=== dev_spi_flat ===
Fig. 1: dev_spi_flat, pin placement
(4 px per um) Pins as bars across the die edge, other pins in gray.
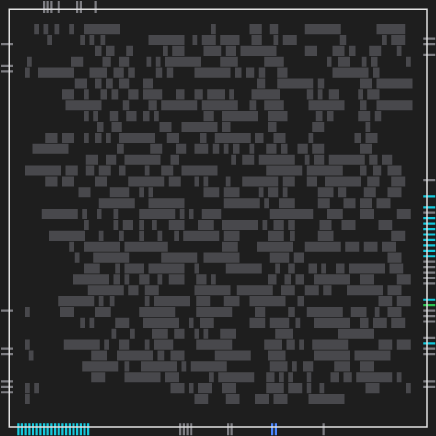

### src/rtl/dev_spi_if.sv
// Memory-mapped bus port of the SPI master: one-cycle strobe in, one-cycle acknowledge out.
interface dev_spi_if;
  logic        stb;
  logic        we;
  logic [1:0]  addr;
  logic [31:0] dtw;
  logic        ack;
  logic [31:0] dtr;

  modport master (output stb, we, addr, dtw, input ack, dtr);
  modport slave  (input stb, we, addr, dtw, output ack, dtr);
endinterface

### src/rtl/dev_spi.sv
// SPI master with a four-register MMIO map (CTRL, STAT, TXDATA, RXDATA) and a byte-complete interrupt.
module dev_spi #(
  parameter int DIV_BITS = 8
) (
  input  logic     clk,
  input  logic     reset,
  dev_spi_if.slave bus,
  output logic     irq,
  output logic     sck,
  output logic     mosi,
  output logic     cs_n,
  input  logic     miso
);

  // Mode bits sit above the divider field, never below bit 8.
  localparam int FB = (DIV_BITS > 8) ? DIV_BITS : 8;
  localparam logic [DIV_BITS-1:0] DIV_ONE = 1;

  typedef enum logic [1:0] {IDLE, XFER, DONE} state_t;

  state_t              state_q, state_d;
  logic [DIV_BITS-1:0] div_q, div_lat_q, dcnt_q;
  logic                cpol_q, cpha_q, cs_q, ie_q;
  logic                cpol_lat_q, cpha_lat_q, sck_q;
  logic                ovr_q, rxv_q;
  logic [7:0]          sr_q, rx_q, rxdata_q;
  logic [4:0]          tcnt_q;
  logic [31:0]         rdata;
  logic                tx_wr, edge_hit, lead_edge, sample_edge;

  assign tx_wr       = bus.stb & bus.we & (bus.addr == 2'd2);
  assign edge_hit    = (state_q == XFER) && (dcnt_q == div_lat_q);
  assign lead_edge   = ~tcnt_q[0];
  assign sample_edge = lead_edge ^ cpha_lat_q;

  always_ff @(posedge clk or posedge reset) begin
    if (reset) state_q <= IDLE;
    else       state_q <= state_d;
  end

  always_comb begin
    state_d = state_q;
    case (state_q)
      IDLE:    if (tx_wr) state_d = XFER;
      XFER:    if (edge_hit && tcnt_q == 5'd15) state_d = DONE;
      DONE:    state_d = IDLE;
      default: state_d = IDLE;
    endcase
  end

  always_comb begin
    rdata = '0;
    case (bus.addr)
      2'd0: begin
        rdata[DIV_BITS-1:0] = div_q;
        rdata[FB]           = cpol_q;
        rdata[FB+1]         = cpha_q;
        rdata[FB+2]         = cs_q;
        rdata[FB+3]         = ie_q;
      end
      2'd1:    rdata[2:0] = {ovr_q, rxv_q, state_q != IDLE};
      2'd3:    rdata[7:0] = rxdata_q;
      default: rdata = '0;
    endcase
  end

  always_ff @(posedge clk or posedge reset) begin
    if (reset) begin
      bus.ack    <= 1'b0;
      bus.dtr    <= '0;
      div_q      <= '0;
      cpol_q     <= 1'b0;
      cpha_q     <= 1'b0;
      cs_q       <= 1'b0;
      ie_q       <= 1'b0;
      div_lat_q  <= '0;
      cpol_lat_q <= 1'b0;
      cpha_lat_q <= 1'b0;
      dcnt_q     <= '0;
      tcnt_q     <= '0;
      sck_q      <= 1'b0;
      sr_q       <= '0;
      rx_q       <= '0;
      rxdata_q   <= '0;
      ovr_q      <= 1'b0;
      rxv_q      <= 1'b0;
    end else begin
      bus.ack <= bus.stb;
      bus.dtr <= (bus.stb && !bus.we) ? rdata : '0;

      if (bus.stb && bus.we && bus.addr == 2'd0) begin
        div_q  <= bus.dtw[DIV_BITS-1:0];
        cpol_q <= bus.dtw[FB];
        cpha_q <= bus.dtw[FB+1];
        cs_q   <= bus.dtw[FB+2];
        ie_q   <= bus.dtw[FB+3];
      end
      if (bus.stb && bus.we && bus.addr == 2'd1 && bus.dtw[2]) ovr_q <= 1'b0;
      if (tx_wr && state_q != IDLE) ovr_q <= 1'b1;
      // A completing byte overrides a coincident RXDATA read clearing RXV.
      if (bus.stb && !bus.we && bus.addr == 2'd3) rxv_q <= 1'b0;

      case (state_q)
        IDLE: if (tx_wr) begin
          sr_q       <= bus.dtw[7:0];
          rx_q       <= '0;
          tcnt_q     <= '0;
          dcnt_q     <= '0;
          div_lat_q  <= div_q;
          cpol_lat_q <= cpol_q;
          cpha_lat_q <= cpha_q;
          sck_q      <= cpol_q;
        end
        XFER: if (edge_hit) begin
          dcnt_q <= '0;
          sck_q  <= ~sck_q;
          tcnt_q <= tcnt_q + 5'd1;
          // With CPHA=1 bit 7 is already on mosi, so the first leading edge does not shift.
          if (sample_edge) rx_q <= {rx_q[6:0], miso};
          else if (!(cpha_lat_q && tcnt_q == 5'd0)) sr_q <= {sr_q[6:0], 1'b0};
        end else begin
          dcnt_q <= dcnt_q + DIV_ONE;
        end
        DONE: begin
          rxdata_q <= rx_q;
          rxv_q    <= 1'b1;
        end
        default: ;
      endcase
    end
  end

  assign sck  = (state_q == IDLE) ? cpol_q : sck_q;
  assign mosi = (state_q == XFER) ? sr_q[7] : 1'b1;
  assign cs_n = ~cs_q;
  assign irq  = ie_q & rxv_q;

endmodule

### src/flat_wrapper.sv
// flat-port wrapper written by rule: the top's interface ports become plain ports
module dev_spi_flat 
#(
  parameter int DIV_BITS = 8
)
  (clk, reset, irq, sck, mosi, cs_n, miso, bus_stb, bus_we, bus_addr, bus_dtw, bus_ack, bus_dtr);
  dev_spi_if bus_i ();
  input  logic clk;
  input  logic reset;
  output logic irq;
  output logic sck;
  output logic mosi;
  output logic cs_n;
  input  logic miso;
  input wire logic [$bits(bus_i.stb)-1:0] bus_stb;
  input wire logic [$bits(bus_i.we)-1:0] bus_we;
  input wire logic [$bits(bus_i.addr)-1:0] bus_addr;
  input wire logic [$bits(bus_i.dtw)-1:0] bus_dtw;
  output wire logic [$bits(bus_i.ack)-1:0] bus_ack;
  output wire logic [$bits(bus_i.dtr)-1:0] bus_dtr;
  assign bus_i.stb = bus_stb;
  assign bus_i.we = bus_we;
  assign bus_i.addr = bus_addr;
  assign bus_i.dtw = bus_dtw;
  assign bus_ack = bus_i.ack;
  assign bus_dtr = bus_i.dtr;
  dev_spi #(.DIV_BITS(DIV_BITS)) u_core (.clk(clk), .reset(reset), .bus(bus_i), .irq(irq), .sck(sck), .mosi(mosi), .cs_n(cs_n), .miso(miso));
endmodule
### config.mk
export PLATFORM = sky130hd
export DESIGN_NAME = dev_spi_flat
export DESIGN_NICKNAME = d
export VERILOG_FILES = /design/src/rtl/dev_spi_if.sv /design/src/rtl/dev_spi.sv /design/src/flat_wrapper.sv
export SDC_FILE = /design/constraint.sdc
export NUM_CORES = 1
export LEC_CHECK = 0
export CELL_PAD_IN_SITES_DETAIL_PLACEMENT = 1
export CELL_PAD_IN_SITES_GLOBAL_PLACEMENT = 1
export CORE_MARGIN = 3
export CORE_UTILIZATION = 40
export DETAILED_ROUTE_END_ITERATION = 10
export PLACE_DENSITY_LB_ADDON = 0.1
export SLEW_MARGIN = 25
export SYNTH_ARGS = -nofsm -noshare
export SYNTH_HDL_FRONTEND = slang
export SYNTH_SLANG_ARGS = --single-unit
export TNS_END_PERCENT = 5
### constraint.sdc
create_clock -name clk -period 3.32 [get_ports clk]
set_input_delay 0.332 -clock clk [delete_from_list [all_inputs] [get_ports clk]]
set_output_delay 0.332 -clock clk [all_outputs]
set_load 0.03 [all_outputs]
=== cdb_arbiter ===
File: config.mk
export PLATFORM = sky130hd
export DESIGN_NAME = cdb_arbiter
export DESIGN_NICKNAME = d
export VERILOG_FILES = /design/src/rtl/cdb_arbiter.sv
export SDC_FILE = /design/constraint.sdc
export NUM_CORES = 1
export LEC_CHECK = 0
export ABC_AREA = 1
export CORE_MARGIN = 2
export CORE_UTILIZATION = 39
export CTS_BUF_LIST = sky130_fd_sc_hd__clkbuf_4 sky130_fd_sc_hd__clkbuf_8
export CTS_CLUSTER_DIAMETER = 30
export CTS_CLUSTER_SIZE = 30
export DETAILED_ROUTE_END_ITERATION = 6
export PLACE_DENSITY = 0.89
export SLEW_MARGIN = 15
export SYNTH_ARGS = -nofsm -noshare
export SYNTH_HDL_FRONTEND = slang
export SYNTH_SLANG_ARGS = --single-unit
File: constraint.sdc
create_clock -name clk -period 2.1 [get_ports clk]
set_input_delay 0.42 -clock clk [delete_from_list [all_inputs] [get_ports clk]]
set_output_delay 0.42 -clock clk [all_outputs]
set_load 0.01 [all_outputs]
File: src/rtl/cdb_arbiter.sv
// Common data bus arbiter: picks one completing functional unit per cycle
// with a rotating (round-robin) priority. The winner's ROB tag and result
// are registered onto the CDB one cycle after the grant.
module cdb_arbiter #(
    parameter int NUM_FU       = 4,
    parameter int ROB_ADDR_LEN = 4,
    parameter int XLEN         = 32
) (
    input  logic                           clk,
    input  logic                           reset,
    input  logic [NUM_FU-1:0]              fu_req,
    input  logic [NUM_FU*ROB_ADDR_LEN-1:0] fu_rob_tag,
    input  logic [NUM_FU*XLEN-1:0]         fu_result,
    input  logic                           flush,
    output logic [NUM_FU-1:0]              fu_grant,
    output logic                           cdb_valid,
    output logic [ROB_ADDR_LEN-1:0]        cdb_rob_tag,
    output logic [XLEN-1:0]                cdb_result
);

    localparam int PTR_W = (NUM_FU > 1) ? $clog2(NUM_FU) : 1;

    logic [PTR_W-1:0]        ptr_reg;
    logic [PTR_W-1:0]        ptr_next;
    logic                    cdb_valid_reg;
    logic [ROB_ADDR_LEN-1:0] cdb_tag_reg;
    logic [ROB_ADDR_LEN-1:0] cdb_tag_next;
    logic [XLEN-1:0]         cdb_result_reg;
    logic [XLEN-1:0]         cdb_result_next;

    logic                    grant_found;
    logic [PTR_W-1:0]        grant_idx;
    logic                    grant_ok;

    logic [ROB_ADDR_LEN-1:0] tag_arr    [NUM_FU];
    logic [XLEN-1:0]         result_arr [NUM_FU];

    // Unpack the flat per-FU payload buses into indexable arrays.
    generate
        for (genvar gi = 0; gi < NUM_FU; gi++) begin : g_unpack
            assign tag_arr[gi]    = fu_rob_tag[gi*ROB_ADDR_LEN +: ROB_ADDR_LEN];
            assign result_arr[gi] = fu_result[gi*XLEN +: XLEN];
        end
    endgenerate

    // Scan requesters starting at the priority pointer, wrapping modulo NUM_FU.
    always_comb begin
        logic [PTR_W:0]   sum;
        logic [PTR_W-1:0] scan_idx;
        grant_found = 1'b0;
        grant_idx   = '0;
        sum         = '0;
        scan_idx    = '0;
        for (int k = 0; k < NUM_FU; k++) begin
            sum = {1'b0, ptr_reg} + (PTR_W+1)'(k);
            if (sum >= (PTR_W+1)'(NUM_FU)) begin
                sum = sum - (PTR_W+1)'(NUM_FU);
            end
            scan_idx = sum[PTR_W-1:0];
            if (!grant_found && fu_req[scan_idx]) begin
                grant_found = 1'b1;
                grant_idx   = scan_idx;
            end
        end
    end

    // Reset and flush both veto the grant; the vetoed request simply waits.
    assign grant_ok = grant_found & ~flush & ~reset;

    // One-hot grant decode, visible in the same cycle as the request.
    always_comb begin
        fu_grant = '0;
        if (grant_ok) begin
            fu_grant[grant_idx] = 1'b1;
        end
    end

    // Next pointer and broadcast payload; everything holds when nobody wins.
    always_comb begin
        ptr_next        = ptr_reg;
        cdb_tag_next    = cdb_tag_reg;
        cdb_result_next = cdb_result_reg;
        if (grant_ok) begin
            ptr_next        = (grant_idx == PTR_W'(NUM_FU - 1)) ? '0 : grant_idx + 1'b1;
            cdb_tag_next    = tag_arr[grant_idx];
            cdb_result_next = result_arr[grant_idx];
        end
    end

    // Priority pointer and CDB output register.
    always_ff @(posedge clk) begin
        if (reset) begin
            ptr_reg        <= '0;
            cdb_valid_reg  <= 1'b0;
            cdb_tag_reg    <= '0;
            cdb_result_reg <= '0;
        end else begin
            ptr_reg        <= ptr_next;
            cdb_valid_reg  <= grant_ok;
            cdb_tag_reg    <= cdb_tag_next;
            cdb_result_reg <= cdb_result_next;
        end
    end

    assign cdb_valid   = cdb_valid_reg;
    assign cdb_rob_tag = cdb_tag_reg;
    assign cdb_result  = cdb_result_reg;

endmodule

=== reorder_buffer ===
--- src/rtl/reorder_buffer.sv ---
// Reorder buffer: tracks in-flight instructions in program order and retires
// completed ones from the head, one per cycle, returning the old physical register.
module reorder_buffer #(
  parameter int PREG_WIDTH = 7,
  parameter int ROB_WIDTH  = 4
) (
  input  logic                  clk,
  input  logic                  reset,
  input  logic                  dispatch_valid,
  input  logic [ROB_WIDTH-1:0]  dispatch_rob_tag,
  input  logic                  dispatch_reg_write,
  input  logic [PREG_WIDTH-1:0] dispatch_old_prd,
  input  logic [PREG_WIDTH-1:0] dispatch_prd,
  output logic                  rob_ready,
  input  logic                  complete_valid,
  input  logic [ROB_WIDTH-1:0]  complete_rob_tag,
  input  logic                  flush_valid,
  input  logic [ROB_WIDTH-1:0]  flush_rob_tag,
  output logic                  retire_valid,
  output logic [ROB_WIDTH-1:0]  retire_rob_tag,
  output logic                  commit_en,
  output logic [PREG_WIDTH-1:0] commit_old_preg,
  output logic [PREG_WIDTH-1:0] commit_prd
);

  localparam int DEPTH = 2 ** ROB_WIDTH;
  localparam logic [ROB_WIDTH:0] FULL = (ROB_WIDTH + 1)'(DEPTH);

  logic [ROB_WIDTH-1:0]  head_q, head_d, tail_q, tail_d;
  logic [ROB_WIDTH:0]    count_q, count_d;
  logic [DEPTH-1:0]      valid_q, valid_d, done_q, done_d, rw_q, rw_d;
  logic [PREG_WIDTH-1:0] old_prd_q [DEPTH];
  logic [PREG_WIDTH-1:0] old_prd_d [DEPTH];
  logic [PREG_WIDTH-1:0] prd_q [DEPTH];
  logic [PREG_WIDTH-1:0] prd_d [DEPTH];
  logic                  retire, do_dispatch;
  logic [ROB_WIDTH-1:0]  flush_off, ent_off;

  assign rob_ready   = (count_q != FULL);
  assign retire      = valid_q[head_q] & done_q[head_q];
  assign do_dispatch = dispatch_valid & rob_ready & ~flush_valid;

  assign retire_valid    = retire;
  assign retire_rob_tag  = retire ? head_q : '0;
  assign commit_en       = retire & rw_q[head_q];
  assign commit_old_preg = retire ? old_prd_q[head_q] : '0;
  assign commit_prd      = retire ? prd_q[head_q] : '0;

  always_comb begin
    valid_d   = valid_q;
    done_d    = done_q;
    rw_d      = rw_q;
    old_prd_d = old_prd_q;
    prd_d     = prd_q;
    head_d    = head_q;
    tail_d    = tail_q;
    ent_off   = '0;
    flush_off = flush_rob_tag - head_q;
    count_d   = count_q + (ROB_WIDTH + 1)'(do_dispatch) - (ROB_WIDTH + 1)'(retire);

    if (complete_valid && valid_q[complete_rob_tag]) begin
      done_d[complete_rob_tag] = 1'b1;
    end

    if (do_dispatch) begin
      valid_d[tail_q]   = 1'b1;
      done_d[tail_q]    = 1'b0;
      rw_d[tail_q]      = dispatch_reg_write;
      old_prd_d[tail_q] = dispatch_old_prd;
      prd_d[tail_q]     = dispatch_prd;
      tail_d            = tail_q + ROB_WIDTH'(1);
    end

    // Age is measured as distance from head, so wrap-around needs no special case.
    if (flush_valid) begin
      for (int i = 0; i < DEPTH; i++) begin
        ent_off = ROB_WIDTH'(i) - head_q;
        if (ent_off > flush_off) begin
          valid_d[i] = 1'b0;
          done_d[i]  = 1'b0;
        end
      end
      tail_d  = flush_rob_tag + ROB_WIDTH'(1);
      count_d = {1'b0, flush_off} + (ROB_WIDTH + 1)'(1) - (ROB_WIDTH + 1)'(retire);
    end

    if (retire) begin
      valid_d[head_q] = 1'b0;
      done_d[head_q]  = 1'b0;
      head_d          = head_q + ROB_WIDTH'(1);
    end
  end

  always_ff @(posedge clk or posedge reset) begin
    if (reset) begin
      head_q  <= '0;
      tail_q  <= '0;
      count_q <= '0;
      valid_q <= '0;
      done_q  <= '0;
    end else begin
      head_q  <= head_d;
      tail_q  <= tail_d;
      count_q <= count_d;
      valid_q <= valid_d;
      done_q  <= done_d;
    end
  end

  // Payload is only observed through valid entries, so it needs no reset.
  always_ff @(posedge clk) begin
    rw_q      <= rw_d;
    old_prd_q <= old_prd_d;
    prd_q     <= prd_d;
  end

  a_dispatch_tag: assert property (@(posedge clk) disable iff (reset)
    (dispatch_valid && rob_ready && !flush_valid) |-> (dispatch_rob_tag == tail_q));

endmodule

--- config.mk ---
export PLATFORM = sky130hd
export DESIGN_NAME = reorder_buffer
export DESIGN_NICKNAME = d
export VERILOG_FILES = /design/src/rtl/reorder_buffer.sv
export SDC_FILE = /design/constraint.sdc
export NUM_CORES = 1
export LEC_CHECK = 0
export CAP_MARGIN = 20
export CORE_ASPECT_RATIO = 1.5
export CORE_MARGIN = 5
export CORE_UTILIZATION = 40
export CTS_CLUSTER_SIZE = 25
export DETAILED_ROUTE_END_ITERATION = 6
export PLACE_DENSITY = 0.65
export SLEW_MARGIN = 10
export SYNTH_ARGS = -nofsm -noshare
export SYNTH_HDL_FRONTEND = slang
export SYNTH_SLANG_ARGS = --single-unit
--- constraint.sdc ---
create_clock -name clk -period 3.2 [get_ports clk]
set_input_delay 0.64 -clock clk [delete_from_list [all_inputs] [get_ports clk]]
set_output_delay 0.64 -clock clk [all_outputs]
set_load 0.02 [all_outputs]
Fig. 2: reorder_buffer, pin placement
(2 px per um) Pins as bars across the die edge, other pins in gray.
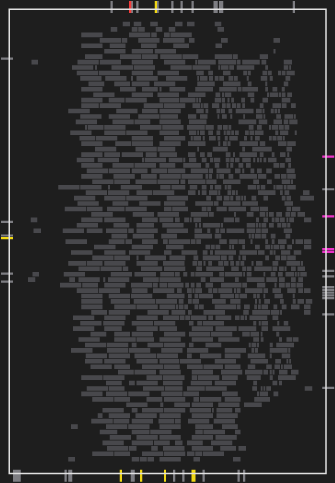
`retire_rob_tag`: drawn in magenta, pins 4, direction output, edge right. `commit_en`: drawn in red, pins 1, direction output, edge top. `dispatch_prd`: drawn in yellow, pins 7, direction input, edge 5 bottom, 1 left, 1 top.
Die Ht: 231.4 um
IO Port Bufs: 48
Chip Width: 157.6 um

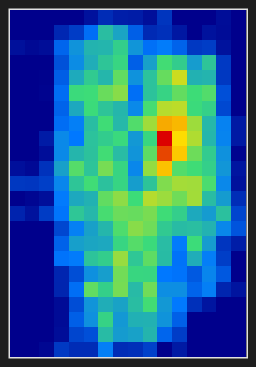
Fig. 3. Routed metal per tile (reorder_buffer).
(1.5 px per um) 16 x 23 tiles, from dark blue (low) to red (high), scaled to the fullest tile. Values are wire area over tile area, all layers added.
The emptiest ninth of the die: lower left. 24% of the tiles are nearly empty. The mean over all tiles is 0.14. The densest ninth of the die: center. 16% of the tiles are over half the peak.
DR vias: 7,721
Post-Route WL: 32,340 um
DR WL/cell: 23.08 um
GRT Util Overall: 0.1791

==> flow_summary.json, reorder_buffer <==
{
  "p_sw_frac": 0.3194,
  "outcome": "finished with violations",
  "setup_viol": 19,
  "cp_slowest_cell": "mux4_2",
  "ios": 53,
  "top_cells_by_area": "edfxtp_1 55%, mux4_2 13%, dfrtp_1 8.6%",
  "flop_cell": "edfxtp_1",
  "utilization": 0.5012,
  "arrival_ns": 2.70,
  "p_per_area_mw_per_mm2": 851.4,
  "powerSeq_mw": 4.45,
  "dieArea_mm2": 0.03647,
  "max_freq_mhz": 299.2,
  "powerComb_mw": 6.26,
  "top_cells_by_count": "240 x edfxtp_1, 77 x mux4_2, 49 x ha_1",
  "final_area_mm2": 0.01625,
  "final_hold_viol_count": 0,
  "ys_seq_frac": 0.6375,
  "warnings": 45,
  "setup_slack_ns": -0.1420,
  "setup_tns_ns": -1.840,
  "maxCapViolations": 0,
  "cts_buffers": 26,
  "cts-root-buf": "clkbuf_16",
  "cp-start-kind": "flip-flop",
  "place_ws_ns": -0.3149,
  "area_delta_synth_final_pct": 24.34,
  "violations": "setup timing",
  "drt_iter0_markers": 603
}
## reorder_buffer: registers in the layout, indices dropped and copies added (netlist names)
name,cells
old_prd_q,112
prd_q,112
done_q,16
rw_q,16
valid_q,16
count_q,5
head_q,4
tail_q,4
## reorder_buffer: worst max-delay path: cells and delay by family, from the launching register on
| family | cells | cell delay [ns] |
|---|---|---|
| buffers and inverters | 4 | 0.54 |
| AND/OR/NAND/NOR | 1 | 0.17 |
| multiplexers | 2 | 0.94 |
| flip-flops | 1 | 0.49 |
## reorder_buffer: cell type report
class | count | area share
Tap cell | 415 | 0.03195
Inverter | 43 | 0.01070
Clock buffer | 36 | 0.04234
Sequential cell | 285 | 0.5130
Clock inverter | 11 | 0.01055
Multi-Input combinational cell | 441 | 0.2828
Timing Repair Buffer | 170 | 0.1087
## reorder_buffer: cells by family after synthesis
family,Yosys count,synth area share
compound gates,110,0.06213
xor+xnor,24,0.01666
fa+ha+maj,54,0.05226
buf+inv,77,0.02422
flops,285,0.6375
mux,90,0.1428
simple gates,163,0.06442
## reorder_buffer: repair_timing
action	in CTS	in global routing
setup endpoints to repair	21	30
hold buffers	0	0
resized	164	22
pin swaps	17	11
gates cloned	7	0
buffers inserted	12	2
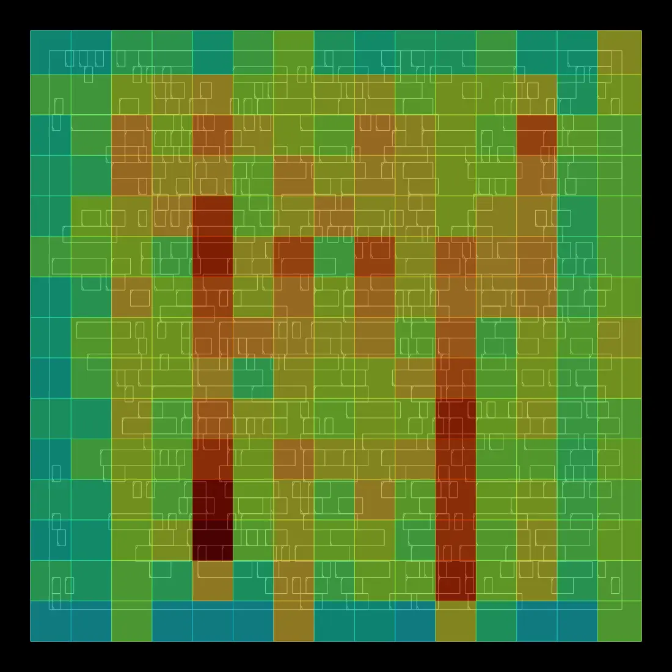
Fig. 4. Track usage over the die (dev_spi_flat).
DR WL/cell: 17.65 um
met1 Use GR: 0.2572

Notes on Fig. 1 above:
`bus_addr`: drawn in blue, pins 2, direction input, edge bottom. `cs_n`: drawn in green, pins 1, direction output, edge right. `bus_dtw`: drawn in cyan, pins 32, direction input, edge 20 bottom, 12 right.
All pins by edge: 31 right, 29 bottom, 9 left, 7 top.
IO Port Bufs: 35
Chip Width: 104.1 um
Die Ht: 104.1 um

==> flow_summary.json, dev_spi_flat <==
{
  "outcome": "finished, final reports clean",
  "buffers": 44,
  "gr-usage-met3": 0.02980,
  "setup_viol": 0,
  "powerComb_mw": 1.25,
  "place_ws_ns": 0.6238,
  "cts_buffers": 9,
  "clockPowerShare": 0.234,
  "fin_cells": 538,
  "comb_area_frac": 0.3794,
  "grt-ovfl-total": 0,
  "cts_hold_buf": 0,
  "nNetsFinal": 452,
  "seq_area_mm2": 0.001902,
  "sh_seq_area": 0.4253
}
[dev_spi_flat: cells in the mapped netlist, types with 2 or more instances]
cell type,n,area [um2]
dfrtp_1,76,1902
a222oi_1,2,20.02
buf_2,3,15.01
buf_4,22,165.2
or3_1,2,12.51
o31ai_1,2,15.01
nand2_1,56,210.2
and2_1,2,12.51
and3_1,5,31.28
buf_6,3,33.78
clkbuf_1,12,45.04
nor2_1,12,45.04
nand3_1,17,85.08
nand3b_1,2,15.01
nor2b_1,4,25.02
inv_1,15,56.30
o211ai_1,5,37.54
a22oi_1,6,45.04
o21ai_0,9,45.04
and4_1,2,17.52
mux2_2,21,236.5
o2bb2ai_1,4,35.03
or4_1,2,15.01
mux2i_1,9,90.09
nand4_1,5,31.28
a21oi_1,8,40.04
or4_2,4,35.03
nor4b_1,7,61.31
nor4_1,2,12.51
nand3_2,2,20.02
nor3_1,6,30.03
o311ai_0,8,70.07
nand2b_1,5,31.28
xnor2_1,10,87.58
ha_1,9,112.6
[dev_spi_flat: worst reg2reg max path: cells and delay by family, from the launching register on]
kind            cells  cell delay (ns)
fa+ha+maj           1             0.14
simple gates        3             0.77
buf+inv             1             0.09
flops               1             0.46
compound gates      1             0.57
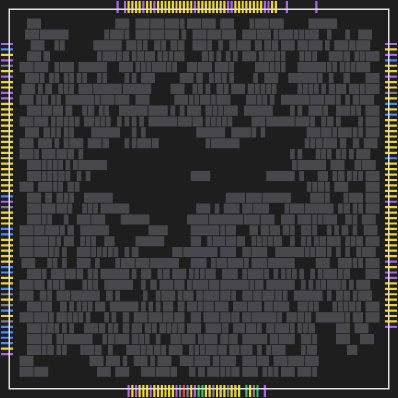
Fig. 5. Pin placement (cdb_arbiter).
(4 px per um) Pins as bars across the die edge, other pins in gray.
`fu_rob_tag`: drawn in blue, pins 16, direction input, edge 12 left, 4 right. `fu_result`: drawn in yellow, pins 128, direction input, edge 40 right, 34 left, 34 top, 20 bottom. `cdb_result`: drawn in purple, pins 32, direction output, edge 11 top, 8 right, 7 left, 6 bottom. `fu_req`: drawn in green, pins 4, direction input, edge bottom. `reset`: drawn in red, pins 1, direction input, edge bottom.
All pins by edge: 58 left, 53 right, 45 top, 36 bottom.
Die Ht: 94.52 um
IO Port Bufs: 191
Chip Width: 94.52 um

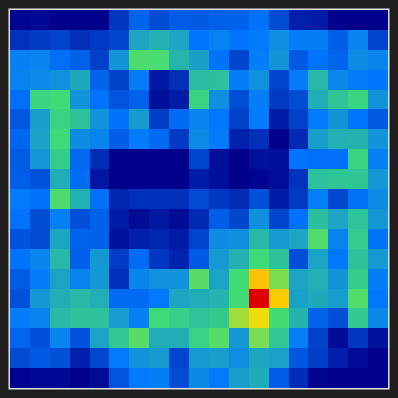
Fig. 6. Routed metal per tile (cdb_arbiter).
(4 px per um) 19 x 19 tiles, from dark blue (low) to red (high), scaled to the fullest tile. Values are wire area over tile area, all layers added.
8.0% of the tiles are nearly empty. 5.0% of the tiles are over half the peak. The emptiest ninth of the die: center. The mean over all tiles is 0.23.
DR vias: 4,401
DR WL/cell: 13.58 um
Post-Route WL: 12,020 um
GRT Util Overall: 0.2504

==> flow_summary.json, cdb_arbiter <==
{
  "outcome": "finished with violations",
  "violations": "setup timing",
  "fp-utilization": 0.3949,
  "cts_max_level": 2,
  "grt-ovfl-total": 0,
  "syn_area_mm2": 0.003196,
  "edf_count": 0,
  "hold_depth": 2,
  "cp-start-kind": "primary input",
  "syn_inst": 588,
  "ys_warn_count": 0,
  "setup_slack_ns": -0.2735,
  "n_antenna_cell": 0,
  "drt_pass1_iterations": 5,
  "path_max_fanout": 5,
  "setup_viol": 40,
  "arrival_ns": 1.95,
  "clkTransAtPathRegs_ns": 0.07,
  "total_power_mw": 8.896,
  "grt_pass1_vias": 4012,
  "slew_violations": 0,
  "startpoint": "fu_req[0]"
}
## cdb_arbiter: final cells by class
cell class | instances | area share
Timing Repair Buffer | 224 | 0.3910
Sequential cell | 39 | 0.1410
Inverter | 52 | 0.03626
Tap cell | 105 | 0.02350
Clock buffer | 6 | 0.01365
Multi-Input combinational cell | 459 | 0.3946
## cdb_arbiter: metal layers
layer / vias up / GRT usage / wire length (um)
met5: - / 0 / 0
met4: 0 / 0.07246 / 250
met3: 28 / 0.07023 / 1154
met2: 219 / 0.4649 / 5951
met1: 1962 / 0.2770 / 4659
li1: 2192 / - / -
## cdb_arbiter: report_power, final
group	leakage (nW)	total (mW)	switching, mW	internal (mW)
logic	2.50	7.29	4.41	2.89
registers	0.323	1.13	0.143	0.982
clock network	0.0406	0.477	0.243	0.234
## cdb_arbiter: kinds of logic after synthesis
family,Yosys count,synth area share
AND-OR/OR-AND,5,0.009785
buffers and inverters,90,0.1257
flip-flops,39,0.2443
AND/OR/NAND/NOR,454,0.6202
## cdb_arbiter: through the flow
stage,hold slack [ns],setup slack (ns)
finish,0.4512,-0.2735
global route,0.4681,-0.3293
CTS,0.4544,-0.1953
detailed placement,0.4398,-0.7437
global placement,0.4356,-0.6316
floorplan,0.4735,0.04883

==> screenshots <==
Met3 routing.
shot_01.png
(4 px per um)
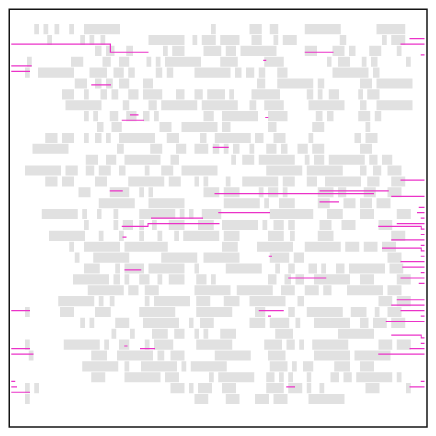
shot_02.png
(2 px per um)
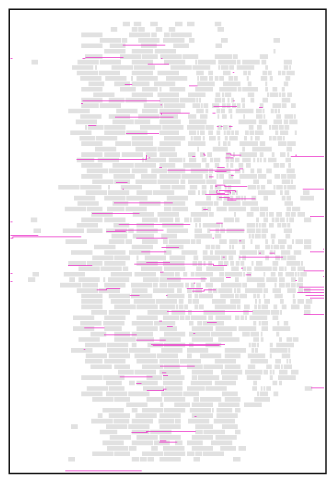
shot_03.png
(4 px per um)
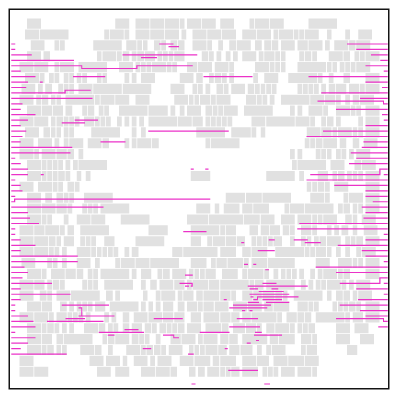
- dev_spi_flat = shot_01.png
- cdb_arbiter = shot_03.png
- reorder_buffer = shot_02.png
- largest die: shot_02.png
- smallest die: shot_03.png

Key to shot_03.png:
The layer carries 1,150 um of wire. The longest straight run is 48.8 um. The layer holds 9.6% of the routed length. The wires run mostly horizontal.


=== mac_stop_seq ===
Fig. 7: mac_stop_seq, pin placement
(1.5 px per um) Pins as bars across the die edge, other pins in gray.
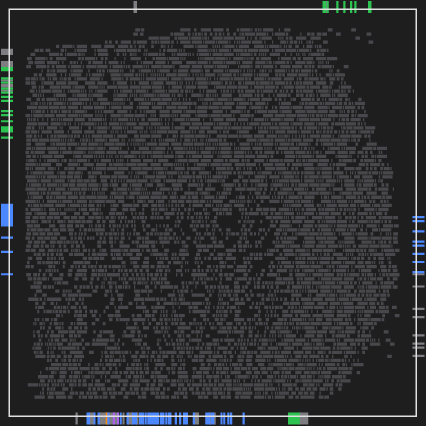

`src/rtl/mac_stop_seq.sv`:
```
// mac_stop_seq: drives the A/B read ports and the C write port of a matrix
// memory unit to compute C = A*B, one multiply-accumulate per cycle.
// A stop request aborts the run; a write already on the port completes.
// Build option: define MAC_STOP_SEQ_SIGNED_EN for two's-complement operands
// (signed product, sign-extended into the accumulator). Default is unsigned.
module mac_stop_seq #(
  parameter int M                        = 4,
  parameter int K                        = 4,
  parameter int N                        = 4,
  parameter int DATA_WIDTH_INIT_MATRIX   = 32,
  parameter int DATA_WIDTH_RESULT_MATRIX = 2*DATA_WIDTH_INIT_MATRIX+$clog2(K)
) (
  input  logic                                clk,
  input  logic                                reset,
  input  logic                                start,
  input  logic                                stop,
  output logic                                busy,
  output logic                                done,
  output logic                                stopped,
  input  logic [DATA_WIDTH_INIT_MATRIX-1:0]   data_in_a,
  input  logic [DATA_WIDTH_INIT_MATRIX-1:0]   data_in_b,
  output logic [$clog2(M)-1:0]                row_addr_a,
  output logic [$clog2(K)-1:0]                col_addr_a,
  output logic [$clog2(K)-1:0]                row_addr_b,
  output logic [$clog2(N)-1:0]                col_addr_b,
  output logic [$clog2(M)-1:0]                row_addr_c,
  output logic [$clog2(N)-1:0]                col_addr_c,
  output logic                                matrix_a_re,
  output logic                                matrix_b_re,
  output logic                                matrix_c_we,
  output logic [DATA_WIDTH_RESULT_MATRIX-1:0] data_out_c
);

  localparam int IW = $clog2(M);
  localparam int KW = $clog2(K);
  localparam int JW = $clog2(N);
  localparam int DW = DATA_WIDTH_INIT_MATRIX;
  localparam int PW = 2*DATA_WIDTH_INIT_MATRIX;
  localparam int RW = DATA_WIDTH_RESULT_MATRIX;

  localparam logic [IW-1:0] I_LAST = IW'(M-1);
  localparam logic [KW-1:0] K_LAST = KW'(K-1);
  localparam logic [JW-1:0] J_LAST = JW'(N-1);

  typedef enum logic [1:0] {
    S_IDLE  = 2'd0,
    S_MAC   = 2'd1,
    S_WRITE = 2'd2,
    S_DONE  = 2'd3
  } state_t;

  state_t        state_q, state_d;
  logic [IW-1:0] i_q, i_d;
  logic [JW-1:0] j_q, j_d;
  logic [KW-1:0] k_q, k_d;
  logic [RW-1:0] acc_q, acc_d;
  logic          stopped_q, stopped_d;

  // Full-width product of the operand pair currently on the read ports.
  // Operands are extended to PW bits first so the multiply is PW wide.
  logic [PW-1:0] prod;
  logic [RW-1:0] prod_ext;

`ifdef MAC_STOP_SEQ_SIGNED_EN
  logic signed [PW-1:0] prod_s;
  assign prod_s   = $signed({{DW{data_in_a[DW-1]}}, data_in_a})
                  * $signed({{DW{data_in_b[DW-1]}}, data_in_b});
  assign prod     = prod_s;
  // Sign-extend the product into the accumulator width.
  assign prod_ext = RW'(prod_s);
`else
  assign prod     = {{DW{1'b0}}, data_in_a} * {{DW{1'b0}}, data_in_b};
  // Zero-extend the product into the accumulator width.
  assign prod_ext = RW'(prod);
`endif

  // State, counters, accumulator and pulse register; synchronous reset.
  always_ff @(posedge clk) begin
    if (reset) begin
      state_q   <= S_IDLE;
      i_q       <= '0;
      j_q       <= '0;
      k_q       <= '0;
      acc_q     <= '0;
      stopped_q <= 1'b0;
    end else begin
      state_q   <= state_d;
      i_q       <= i_d;
      j_q       <= j_d;
      k_q       <= k_d;
      acc_q     <= acc_d;
      stopped_q <= stopped_d;
    end
  end

  // Next-state, counter walk and accumulate logic.
  always_comb begin
    state_d   = state_q;
    i_d       = i_q;
    j_d       = j_q;
    k_d       = k_q;
    acc_d     = acc_q;
    stopped_d = 1'b0;
    unique case (state_q)
      S_IDLE: begin
        // A simultaneous stop cancels the start without any pulse.
        if (start && !stop) begin
          i_d     = '0;
          j_d     = '0;
          k_d     = '0;
          state_d = S_MAC;
        end
      end
      S_MAC: begin
        if (stop) begin
          // Partial element is dropped; counters parked at zero.
          i_d       = '0;
          j_d       = '0;
          k_d       = '0;
          acc_d     = '0;
          stopped_d = 1'b1;
          state_d   = S_IDLE;
        end else begin
          acc_d = (k_q == '0) ? prod_ext : (acc_q + prod_ext);
          if (k_q == K_LAST) begin
            state_d = S_WRITE;
          end else begin
            k_d = k_q + KW'(1);
          end
        end
      end
      S_WRITE: begin
        // The C write is on the port this cycle regardless of stop.
        k_d = '0;
        if (j_q == J_LAST) begin
          j_d = '0;
          i_d = (i_q == I_LAST) ? '0 : (i_q + IW'(1));
        end else begin
          j_d = j_q + JW'(1);
        end
        if (stop) begin
          i_d       = '0;
          j_d       = '0;
          stopped_d = 1'b1;
          state_d   = S_IDLE;
        end else if ((i_q == I_LAST) && (j_q == J_LAST)) begin
          state_d = S_DONE;
        end else begin
          state_d = S_MAC;
        end
      end
      S_DONE: begin
        state_d = S_IDLE;
      end
      default: begin
        state_d = S_IDLE;
      end
    endcase
  end

  // Memory-port and status outputs, decoded from state and counters.
  always_comb begin
    busy        = 1'b0;
    done        = 1'b0;
    stopped     = stopped_q;
    row_addr_a  = '0;
    col_addr_a  = '0;
    row_addr_b  = '0;
    col_addr_b  = '0;
    row_addr_c  = '0;
    col_addr_c  = '0;
    matrix_a_re = 1'b0;
    matrix_b_re = 1'b0;
    matrix_c_we = 1'b0;
    data_out_c  = '0;
    unique case (state_q)
      S_MAC: begin
        busy        = 1'b1;
        matrix_a_re = 1'b1;
        matrix_b_re = 1'b1;
        row_addr_a  = i_q;
        col_addr_a  = k_q;
        row_addr_b  = k_q;
        col_addr_b  = j_q;
      end
      S_WRITE: begin
        busy        = 1'b1;
        matrix_c_we = 1'b1;
        row_addr_c  = i_q;
        col_addr_c  = j_q;
        data_out_c  = acc_q;
      end
      S_DONE: begin
        done = 1'b1;
      end
      default: begin
        busy = 1'b0;
      end
    endcase
  end

endmodule

```
`config.mk`:
```
export PLATFORM = sky130hd
export DESIGN_NAME = mac_stop_seq
export DESIGN_NICKNAME = d
export VERILOG_FILES = /design/src/rtl/mac_stop_seq.sv
export SDC_FILE = /design/constraint.sdc
export NUM_CORES = 2
export LEC_CHECK = 0
export CAP_MARGIN = 30
export CORE_MARGIN = 10
export CORE_UTILIZATION = 65
export CTS_BUF_LIST = sky130_fd_sc_hd__clkbuf_16
export CTS_CLUSTER_DIAMETER = 40
export DETAILED_ROUTE_END_ITERATION = 10
export MAX_ROUTING_LAYER = met4
export PLACE_DENSITY = 0.84
export REMOVE_ABC_BUFFERS = 1
export SYNTH_ARGS = -nofsm -noshare
export SYNTH_HDL_FRONTEND = slang
export SYNTH_SLANG_ARGS = --single-unit
```
`constraint.sdc`:
```
create_clock -name clk -period 13 [get_ports clk]
set_clock_uncertainty 0.1 [all_clocks]
set_input_delay 1.95 -clock clk [delete_from_list [all_inputs] [get_ports clk]]
set_output_delay 1.95 -clock clk [all_outputs]
set_load 0.01 [all_outputs]
```
=== stim_scheduler ===
$ cat src/rtl/mood_pkg.sv
// mood_pkg -- shared definitions for the stimulus scheduler.
//   sched_state_e      : scheduler FSM encoding (IDLE=0, GRANT=1, SLEEP=2)
//   N_SRC_DEFAULT      : default number of stimulus sources
//   HOLD_TICKS_DEFAULT : default number of model ticks a grant is held
//   DROP_CNT_W         : width of the dropped-request counter
package mood_pkg;

  typedef enum logic [1:0] {
    ST_IDLE  = 2'd0,
    ST_GRANT = 2'd1,
    ST_SLEEP = 2'd2
  } sched_state_e;

  localparam int N_SRC_DEFAULT      = 7;
  localparam int HOLD_TICKS_DEFAULT = 4;
  localparam int DROP_CNT_W         = 8;

endpackage

$ cat src/rtl/stim_scheduler_rr_pick.sv
// rr_pick -- combinational round-robin picker.
//   pending : request vector to search
//   start   : index the search begins at (must be < N_SRC)
//   found   : high when any bit of pending is set
//   idx     : first set index at or after start, wrapping N_SRC-1 -> 0
module rr_pick
  import mood_pkg::*;
#(
  parameter int N_SRC = N_SRC_DEFAULT,
  parameter int IDX_W = (N_SRC > 1) ? $clog2(N_SRC) : 1
) (
  input  logic [N_SRC-1:0] pending,
  input  logic [IDX_W-1:0] start,
  output logic             found,
  output logic [IDX_W-1:0] idx
);

  // Walk the search order backwards so the earliest hit is the last one written.
  always_comb begin
    int pos;
    found = 1'b0;
    idx   = '0;
    pos   = 0;
    for (int k = N_SRC - 1; k >= 0; k--) begin
      pos = int'(start) + k;
      if (pos >= N_SRC) begin
        pos = pos - N_SRC;
      end else begin
        pos = pos;
      end
      if (pending[pos]) begin
        found = 1'b1;
        idx   = IDX_W'(pos);
      end else begin
        found = found;
      end
    end
  end

endmodule

$ cat src/rtl/stim_scheduler.sv
// stim_scheduler -- grants one stimulus source at a time to the stress/pleasure
// regulators, holding each grant for HOLD_TICKS model ticks.
//   clk, rst   : clock and synchronous active-high reset
//   tick       : one-clk model-rate enable
//   stim_req   : level requests; rising edges are latched into pending
//   sleeping   : creature asleep; aborts/suppresses grants
//   stim_grant : registered one-hot grant, zero when idle
//   busy       : registered, high while a grant is held
//   pending    : latched request vector
//   drop_cnt   : saturating count of edges on already-pending sources
// Build option: define STIM_SCHED_DROP_CNT_EN to enable the drop counter;
// without it drop_cnt is tied to zero.
module stim_scheduler
  import mood_pkg::*;
#(
  parameter int N_SRC      = N_SRC_DEFAULT,
  parameter int HOLD_TICKS = HOLD_TICKS_DEFAULT
) (
  input  logic                  clk,
  input  logic                  rst,
  input  logic                  tick,
  input  logic [N_SRC-1:0]      stim_req,
  input  logic                  sleeping,
  output logic [N_SRC-1:0]      stim_grant,
  output logic                  busy,
  output logic [N_SRC-1:0]      pending,
  output logic [DROP_CNT_W-1:0] drop_cnt
);

  localparam int              IDX_W     = (N_SRC > 1) ? $clog2(N_SRC) : 1;
  localparam logic [IDX_W-1:0] LAST_IDX = IDX_W'(N_SRC - 1);
  localparam logic [3:0]      HOLD_LOAD = 4'(HOLD_TICKS - 1);

  sched_state_e     state_r, state_s;
  logic [N_SRC-1:0] stim_req_q_r, edge_s;
  logic [N_SRC-1:0] pending_r, pending_s, clear_mask_s;
  logic [N_SRC-1:0] grant_r, grant_s;
  logic             busy_r, busy_s;
  logic [3:0]       hold_r, hold_s;
  logic [IDX_W-1:0] sel_r, sel_s;
  logic [IDX_W-1:0] last_grant_r, last_grant_s;
  logic [IDX_W-1:0] rr_start_s, rr_idx_s;
  logic             rr_found_s;

  function automatic logic [N_SRC-1:0] idx_onehot(input logic [IDX_W-1:0] i);
    logic [N_SRC-1:0] v;
    v    = '0;
    v[i] = 1'b1;
    return v;
  endfunction

  assign edge_s     = stim_req & ~stim_req_q_r;
  assign rr_start_s = (last_grant_r == LAST_IDX) ? '0 : last_grant_r + IDX_W'(1);

  rr_pick #(
    .N_SRC (N_SRC),
    .IDX_W (IDX_W)
  ) u_rr_pick (
    .pending (pending_r),
    .start   (rr_start_s),
    .found   (rr_found_s),
    .idx     (rr_idx_s)
  );

  // Next-state and next-output logic; sleeping beats a coincident tick.
  always_comb begin
    state_s      = state_r;
    grant_s      = grant_r;
    busy_s       = busy_r;
    hold_s       = hold_r;
    sel_s        = sel_r;
    last_grant_s = last_grant_r;
    clear_mask_s = '0;
    case (state_r)
      ST_IDLE: begin
        if (sleeping) begin
          state_s = ST_SLEEP;
          grant_s = '0;
          busy_s  = 1'b0;
        end else if (tick && rr_found_s) begin
          state_s = ST_GRANT;
          sel_s   = rr_idx_s;
          hold_s  = HOLD_LOAD;
          grant_s = idx_onehot(rr_idx_s);
          busy_s  = 1'b1;
        end else begin
          grant_s = '0;
          busy_s  = 1'b0;
        end
      end
      ST_GRANT: begin
        if (sleeping) begin
          // Abort keeps the request pending and the round-robin pointer.
          state_s = ST_SLEEP;
          grant_s = '0;
          busy_s  = 1'b0;
        end else if (tick) begin
          if (hold_r == 4'd0) begin
            state_s      = ST_IDLE;
            clear_mask_s = idx_onehot(sel_r);
            last_grant_s = sel_r;
            grant_s      = '0;
            busy_s       = 1'b0;
          end else begin
            hold_s = hold_r - 4'd1;
          end
        end else begin
          hold_s = hold_r;
        end
      end
      ST_SLEEP: begin
        grant_s = '0;
        busy_s  = 1'b0;
        if (!sleeping) begin
          state_s = ST_IDLE;
        end else begin
          state_s = ST_SLEEP;
        end
      end
      default: begin
        state_s = ST_IDLE;
        grant_s = '0;
        busy_s  = 1'b0;
      end
    endcase
  end

  // A new edge on the source being retired re-arms it (set wins over clear).
  assign pending_s = (pending_r & ~clear_mask_s) | edge_s;

  // State and registered-output update.
  always_ff @(posedge clk) begin
    if (rst) begin
      state_r      <= ST_IDLE;
      stim_req_q_r <= '0;
      pending_r    <= '0;
      grant_r      <= '0;
      busy_r       <= 1'b0;
      hold_r       <= 4'd0;
      sel_r        <= '0;
      last_grant_r <= LAST_IDX;
    end else begin
      state_r      <= state_s;
      stim_req_q_r <= stim_req;
      pending_r    <= pending_s;
      grant_r      <= grant_s;
      busy_r       <= busy_s;
      hold_r       <= hold_s;
      sel_r        <= sel_s;
      last_grant_r <= last_grant_s;
    end
  end

  assign stim_grant = grant_r;
  assign busy       = busy_r;
  assign pending    = pending_r;

`ifdef STIM_SCHED_DROP_CNT_EN
  logic [N_SRC-1:0]      drop_s;
  logic [DROP_CNT_W-1:0] drop_cnt_r, drop_cnt_s;

  function automatic int count_ones(input logic [N_SRC-1:0] v);
    int c;
    c = 0;
    for (int i = 0; i < N_SRC; i++) begin
      c = c + int'(v[i]);
    end
    return c;
  endfunction

  // Saturating add of this cycle's drops (several sources may drop at once).
  always_comb begin
    drop_s = edge_s & pending_r & ~clear_mask_s;
    if ((int'(drop_cnt_r) + count_ones(drop_s)) > 255) begin
      drop_cnt_s = 8'd255;
    end else begin
      drop_cnt_s = DROP_CNT_W'(int'(drop_cnt_r) + count_ones(drop_s));
    end
  end

  // Drop counter register.
  always_ff @(posedge clk) begin
    if (rst) begin
      drop_cnt_r <= 8'd0;
    end else begin
      drop_cnt_r <= drop_cnt_s;
    end
  end

  assign drop_cnt = drop_cnt_r;
`else
  assign drop_cnt = 8'd0;
`endif

endmodule
$ cat config.mk
export PLATFORM = sky130hd
export DESIGN_NAME = stim_scheduler
export DESIGN_NICKNAME = d
export VERILOG_FILES = /design/src/rtl/mood_pkg.sv /design/src/rtl/stim_scheduler_rr_pick.sv /design/src/rtl/stim_scheduler.sv
export SDC_FILE = /design/constraint.sdc
export NUM_CORES = 1
export LEC_CHECK = 0
export CAP_MARGIN = 25
export CORE_AREA = 2 2 108 110
export CTS_CLUSTER_DIAMETER = 200
export DETAILED_ROUTE_END_ITERATION = 7
export DIE_AREA = 0 0 110 112
export PLACE_DENSITY = 0.48
export SLEW_MARGIN = 30
export SYNTH_ARGS = -nofsm -noshare
export SYNTH_HDL_FRONTEND = slang
export SYNTH_HIERARCHICAL = 1
export SYNTH_SLANG_ARGS = --single-unit
export TNS_END_PERCENT = 50
$ cat constraint.sdc
create_clock -name clk -period 11.61 [get_ports clk]
set_input_delay 2.322 -clock clk [delete_from_list [all_inputs] [get_ports clk]]
set_output_delay 2.322 -clock clk [all_outputs]
set_load 0.05 [all_outputs]
Fig. 8: mac_stop_seq, track usage over the die
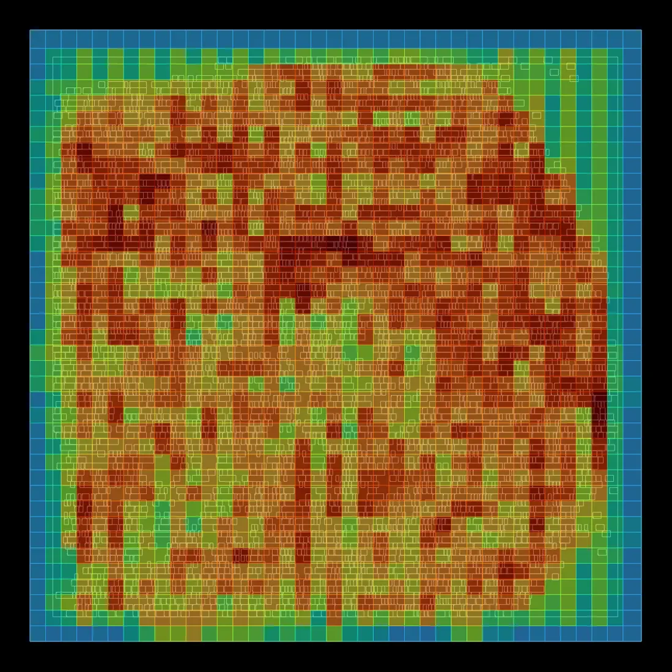
met1 Use GR: 0.3948
met3 global-route usage: 0.05063
Core Util, Final: 0.7014

## Picture notes: Fig. 7
`data_out_c`: drawn in blue, pins 66, direction output, edge 44 bottom, 14 left, 8 right. `start`: drawn in orange, pins 1, direction input, edge bottom. `data_in_a`: drawn in green, pins 32, direction input, edge 15 left, 9 top, 8 bottom. `col_addr_b`: drawn in purple, pins 2, direction output, edge bottom.
All pins by edge: 85 bottom, 39 left, 16 right, 12 top.
IO Port Bufs: 151
Die Ht: 270.4 um

==> flow_summary.json, mac_stop_seq <==
{
  "outcome": "finished, final reports clean",
  "dieWidth_um": 270.4,
  "ys_seq_frac": 0.03686,
  "layout_top_cells": "930 x inv_1, 897 x fa_1, 690 x nand2_1",
  "nNetsFinal": 6056,
  "hp-class": "flip-flop to flip-flop",
  "post-cts-setup-buffers": 0,
  "startpoint": "data_in_b[5]",
  "syn_inst": 4773,
  "setup_viol": 0,
  "top_cells_by_area": "fa_1 44%, ha_1 10%, inv_1 8.6%",
  "vias": 33130,
  "cts_buffer_depth": 2,
  "arrival_ns": 12.64,
  "r2r_end": "acc_q[56]"
}
[mac_stop_seq: critical path: cells and delay by family]
family,cells,cell delay (ns)
compound gates,11,2.75
buf+inv,4,1.46
simple gates,7,1.49
xor+xnor,1,0.26
fa+ha+maj,10,4.71
[mac_stop_seq: cell type report]
class	count	area, um2	area share
multi-input combinational	3470	34580	0.7975
antenna	4	10.01	0.0002308
timing repair buffer	268	2405	0.05545
clock inverter	7	98.84	0.002279
clock buffer	9	225.2	0.005193
inverter	931	3495	0.08058
sequential	75	1501	0.03462
tap	837	1047	0.02415
[mac_stop_seq: sequential cells by signal, indices dropped and copies added (netlist names)]
signal / cells
j_q: 2
stopped: 1
acc_q: 66
i_q: 2
k_q: 2
state_q: 2
[mac_stop_seq: routing by layer]
metal	GRT usage	share of wire	wire, um	vias up
met5	-	0	0	-
met4	0.1145	0.039	4355	0
met3	0.05063	0.084	9460	368
met2	0.5312	0.49	55250	1584
met1	0.3948	0.39	43520	16670
li1	-	-	-	14500
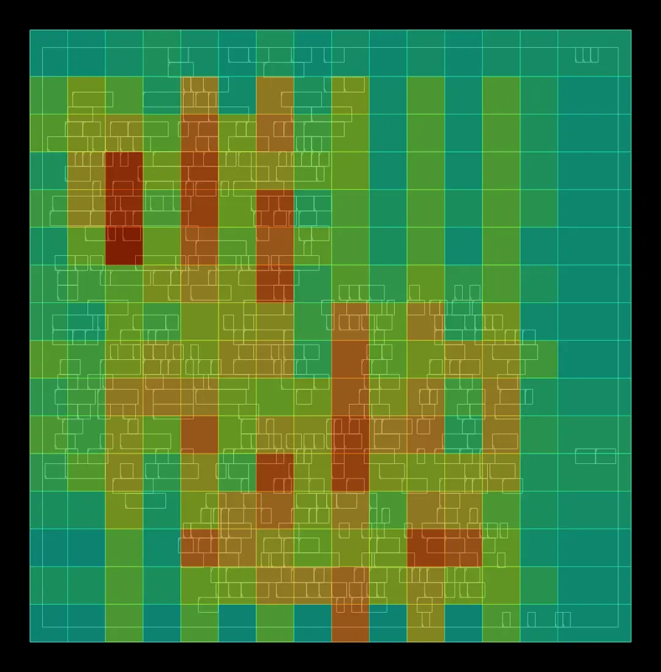
Fig. 9. Track usage over the die (stim_scheduler).
met1 Use GR: 0.2079
Core Util, Final: 0.3274
Top Usage Layer GRT: met2

==> flow_summary.json, stim_scheduler <==
{
  "outcome": "finished, final reports clean",
  "wl_um": 8675,
  "skew_ns": 0.006334,
  "edf_count": 0,
  "routedWlPerCell_um": 15.63,
  "cts_buffer_depth": 2,
  "slew_violations": 0,
  "track_usage": 0.1442,
  "row_count": 39,
  "ys_seq_frac": 0.2090,
  "dpl.hpwl_um": 6359,
  "final_area_mm2": 0.003659,
  "grt_setup_unrepaired": "false",
  "ys_area_mm2": 0.003257,
  "drive_above_1_share": 0.1141
}
==> stim_scheduler: final cells by class <==
type | instances | share of cell area
Timing Repair Buffer | 28 | 0.07456
Sequential cell | 34 | 0.1860
Multi-Input combinational cell | 320 | 0.6276
Clock inverter | 1 | 0.001368
Inverter | 22 | 0.02257
Tap cell | 143 | 0.04891
Clock buffer | 7 | 0.03899
==> stim_scheduler: how the worst max path moves through the flow <==
| stage | startpoint | end | slack [ns] | depth (start not counted) |
|---|---|---|---|---|
| after floorplan | last_grant_r[2] | stim_grant[3] | 7.60 | 17 |
| after global placement | last_grant_r[1] | stim_grant[3] | 6.93 | 15 |
| after detailed placement | last_grant_r[1] | stim_grant[3] | 6.91 | 15 |
| after CTS | last_grant_r[1] | stim_grant[3] | 6.89 | 15 |
| after global routing | last_grant_r[1] | stim_grant[3] | 6.74 | 15 |
| final | last_grant_r[1] | stim_grant[3] | 7.17 | 15 |
==> stim_scheduler: per-layer routing <==
layer | vias up | wire length (um) | global-route usage
met1 | 1398 | 4112 | 0.2079
met5 | - | 0 | 0
met4 | 0 | 65 | 0.02954
met2 | 67 | 4083 | 0.2274
li1 | 1488 | - | -
met3 | 6 | 414 | 0.02049

==> notes/layouts.md <==
Pictures saved along the way, in no particular order.

Met3 routing.
picture 1
(1.5 px per um)
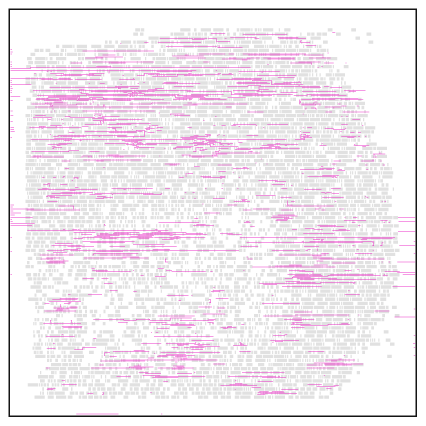
picture 2
(4 px per um)
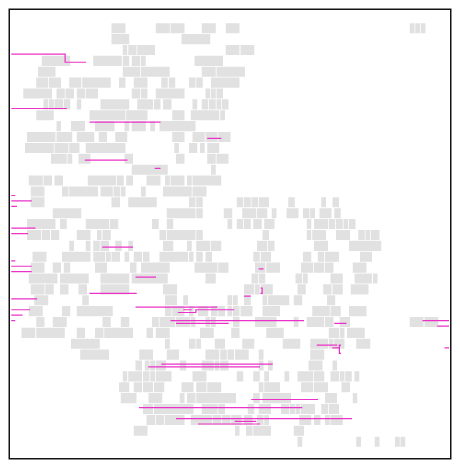
- picture 2 = stim_scheduler
- picture 1 = mac_stop_seq
- largest die: picture 1

Key to picture 2:
The longest straight run is 43.7 um. 35 nets have wire on it. The wires run mostly horizontal. The layer carries 415 um of wire.



## Gallery

Routed metal per tile.
(a)
(3 px per um) 22 x 22 tiles, from dark blue (low) to red (high), scaled to the fullest tile. Values are wire area over tile area, all layers added.
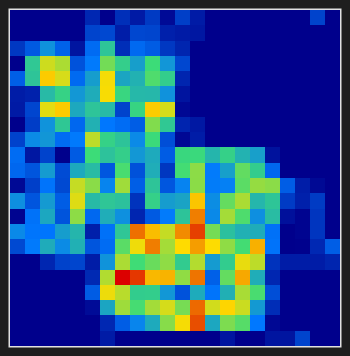
(b)
(1.5 px per um) 27 x 27 tiles, from dark blue (low) to red (high), scaled to the fullest tile. Values are wire area over tile area, all layers added.
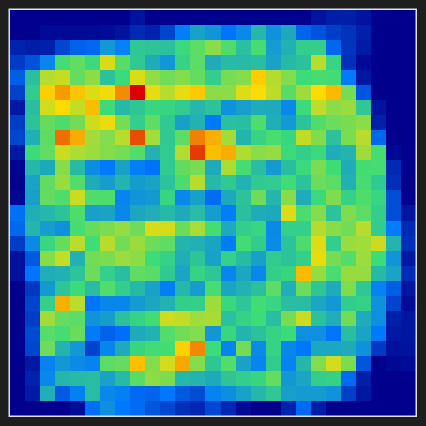
(c)
(4 px per um) 21 x 21 tiles, from dark blue (low) to red (high), scaled to the fullest tile. Values are wire area over tile area, all layers added.
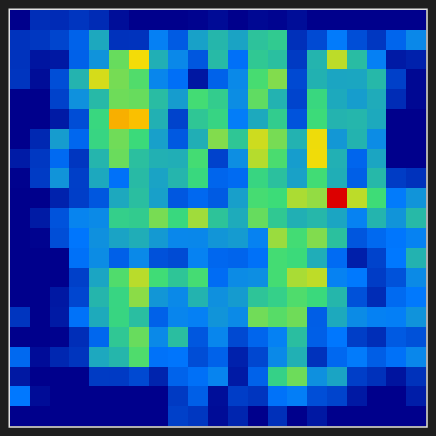
- largest die: (b)
| picture | from |
|---|---|
| (a) | stim_scheduler |
| (c) | dev_spi_flat |
| (b) | mac_stop_seq |

Key to (b):
31% of the tiles are over half the peak. The mean over all tiles is 0.26. 11% of the tiles are nearly empty.


==> screenshots <==
The metal 2 layer.
image #1
(1.5 px per um)
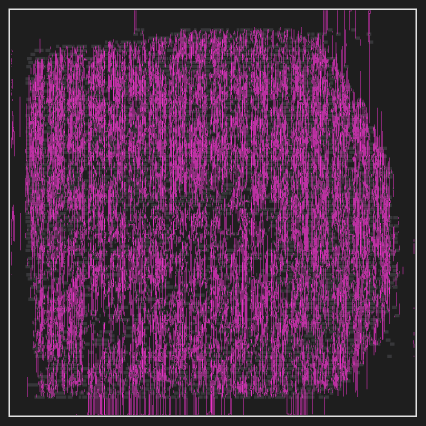
image #2
(4 px per um)
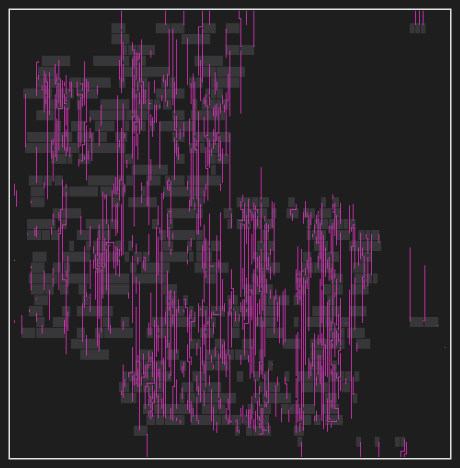
image #3
(4 px per um)
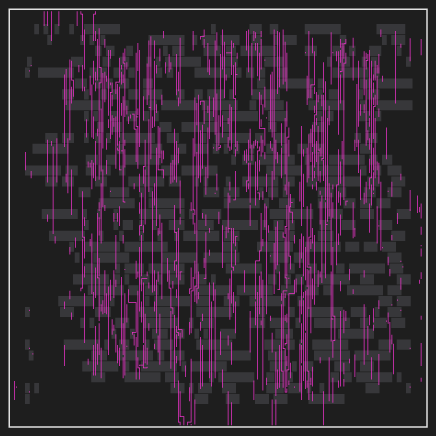
image #4
(2 px per um)
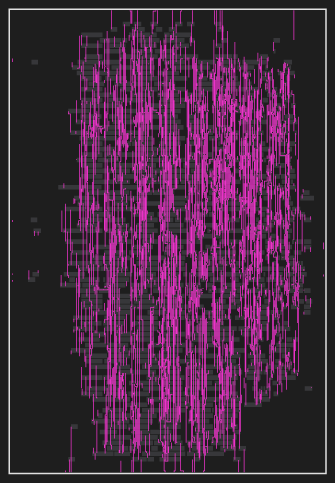
image #5
(4 px per um)
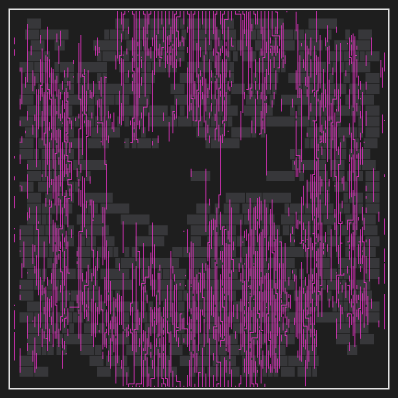
image #3: dev_spi_flat
image #5: cdb_arbiter
image #1: mac_stop_seq
image #4: reorder_buffer
image #2: stim_scheduler

Power figures rest on the tool's default switching activity, not on a simulated workload.
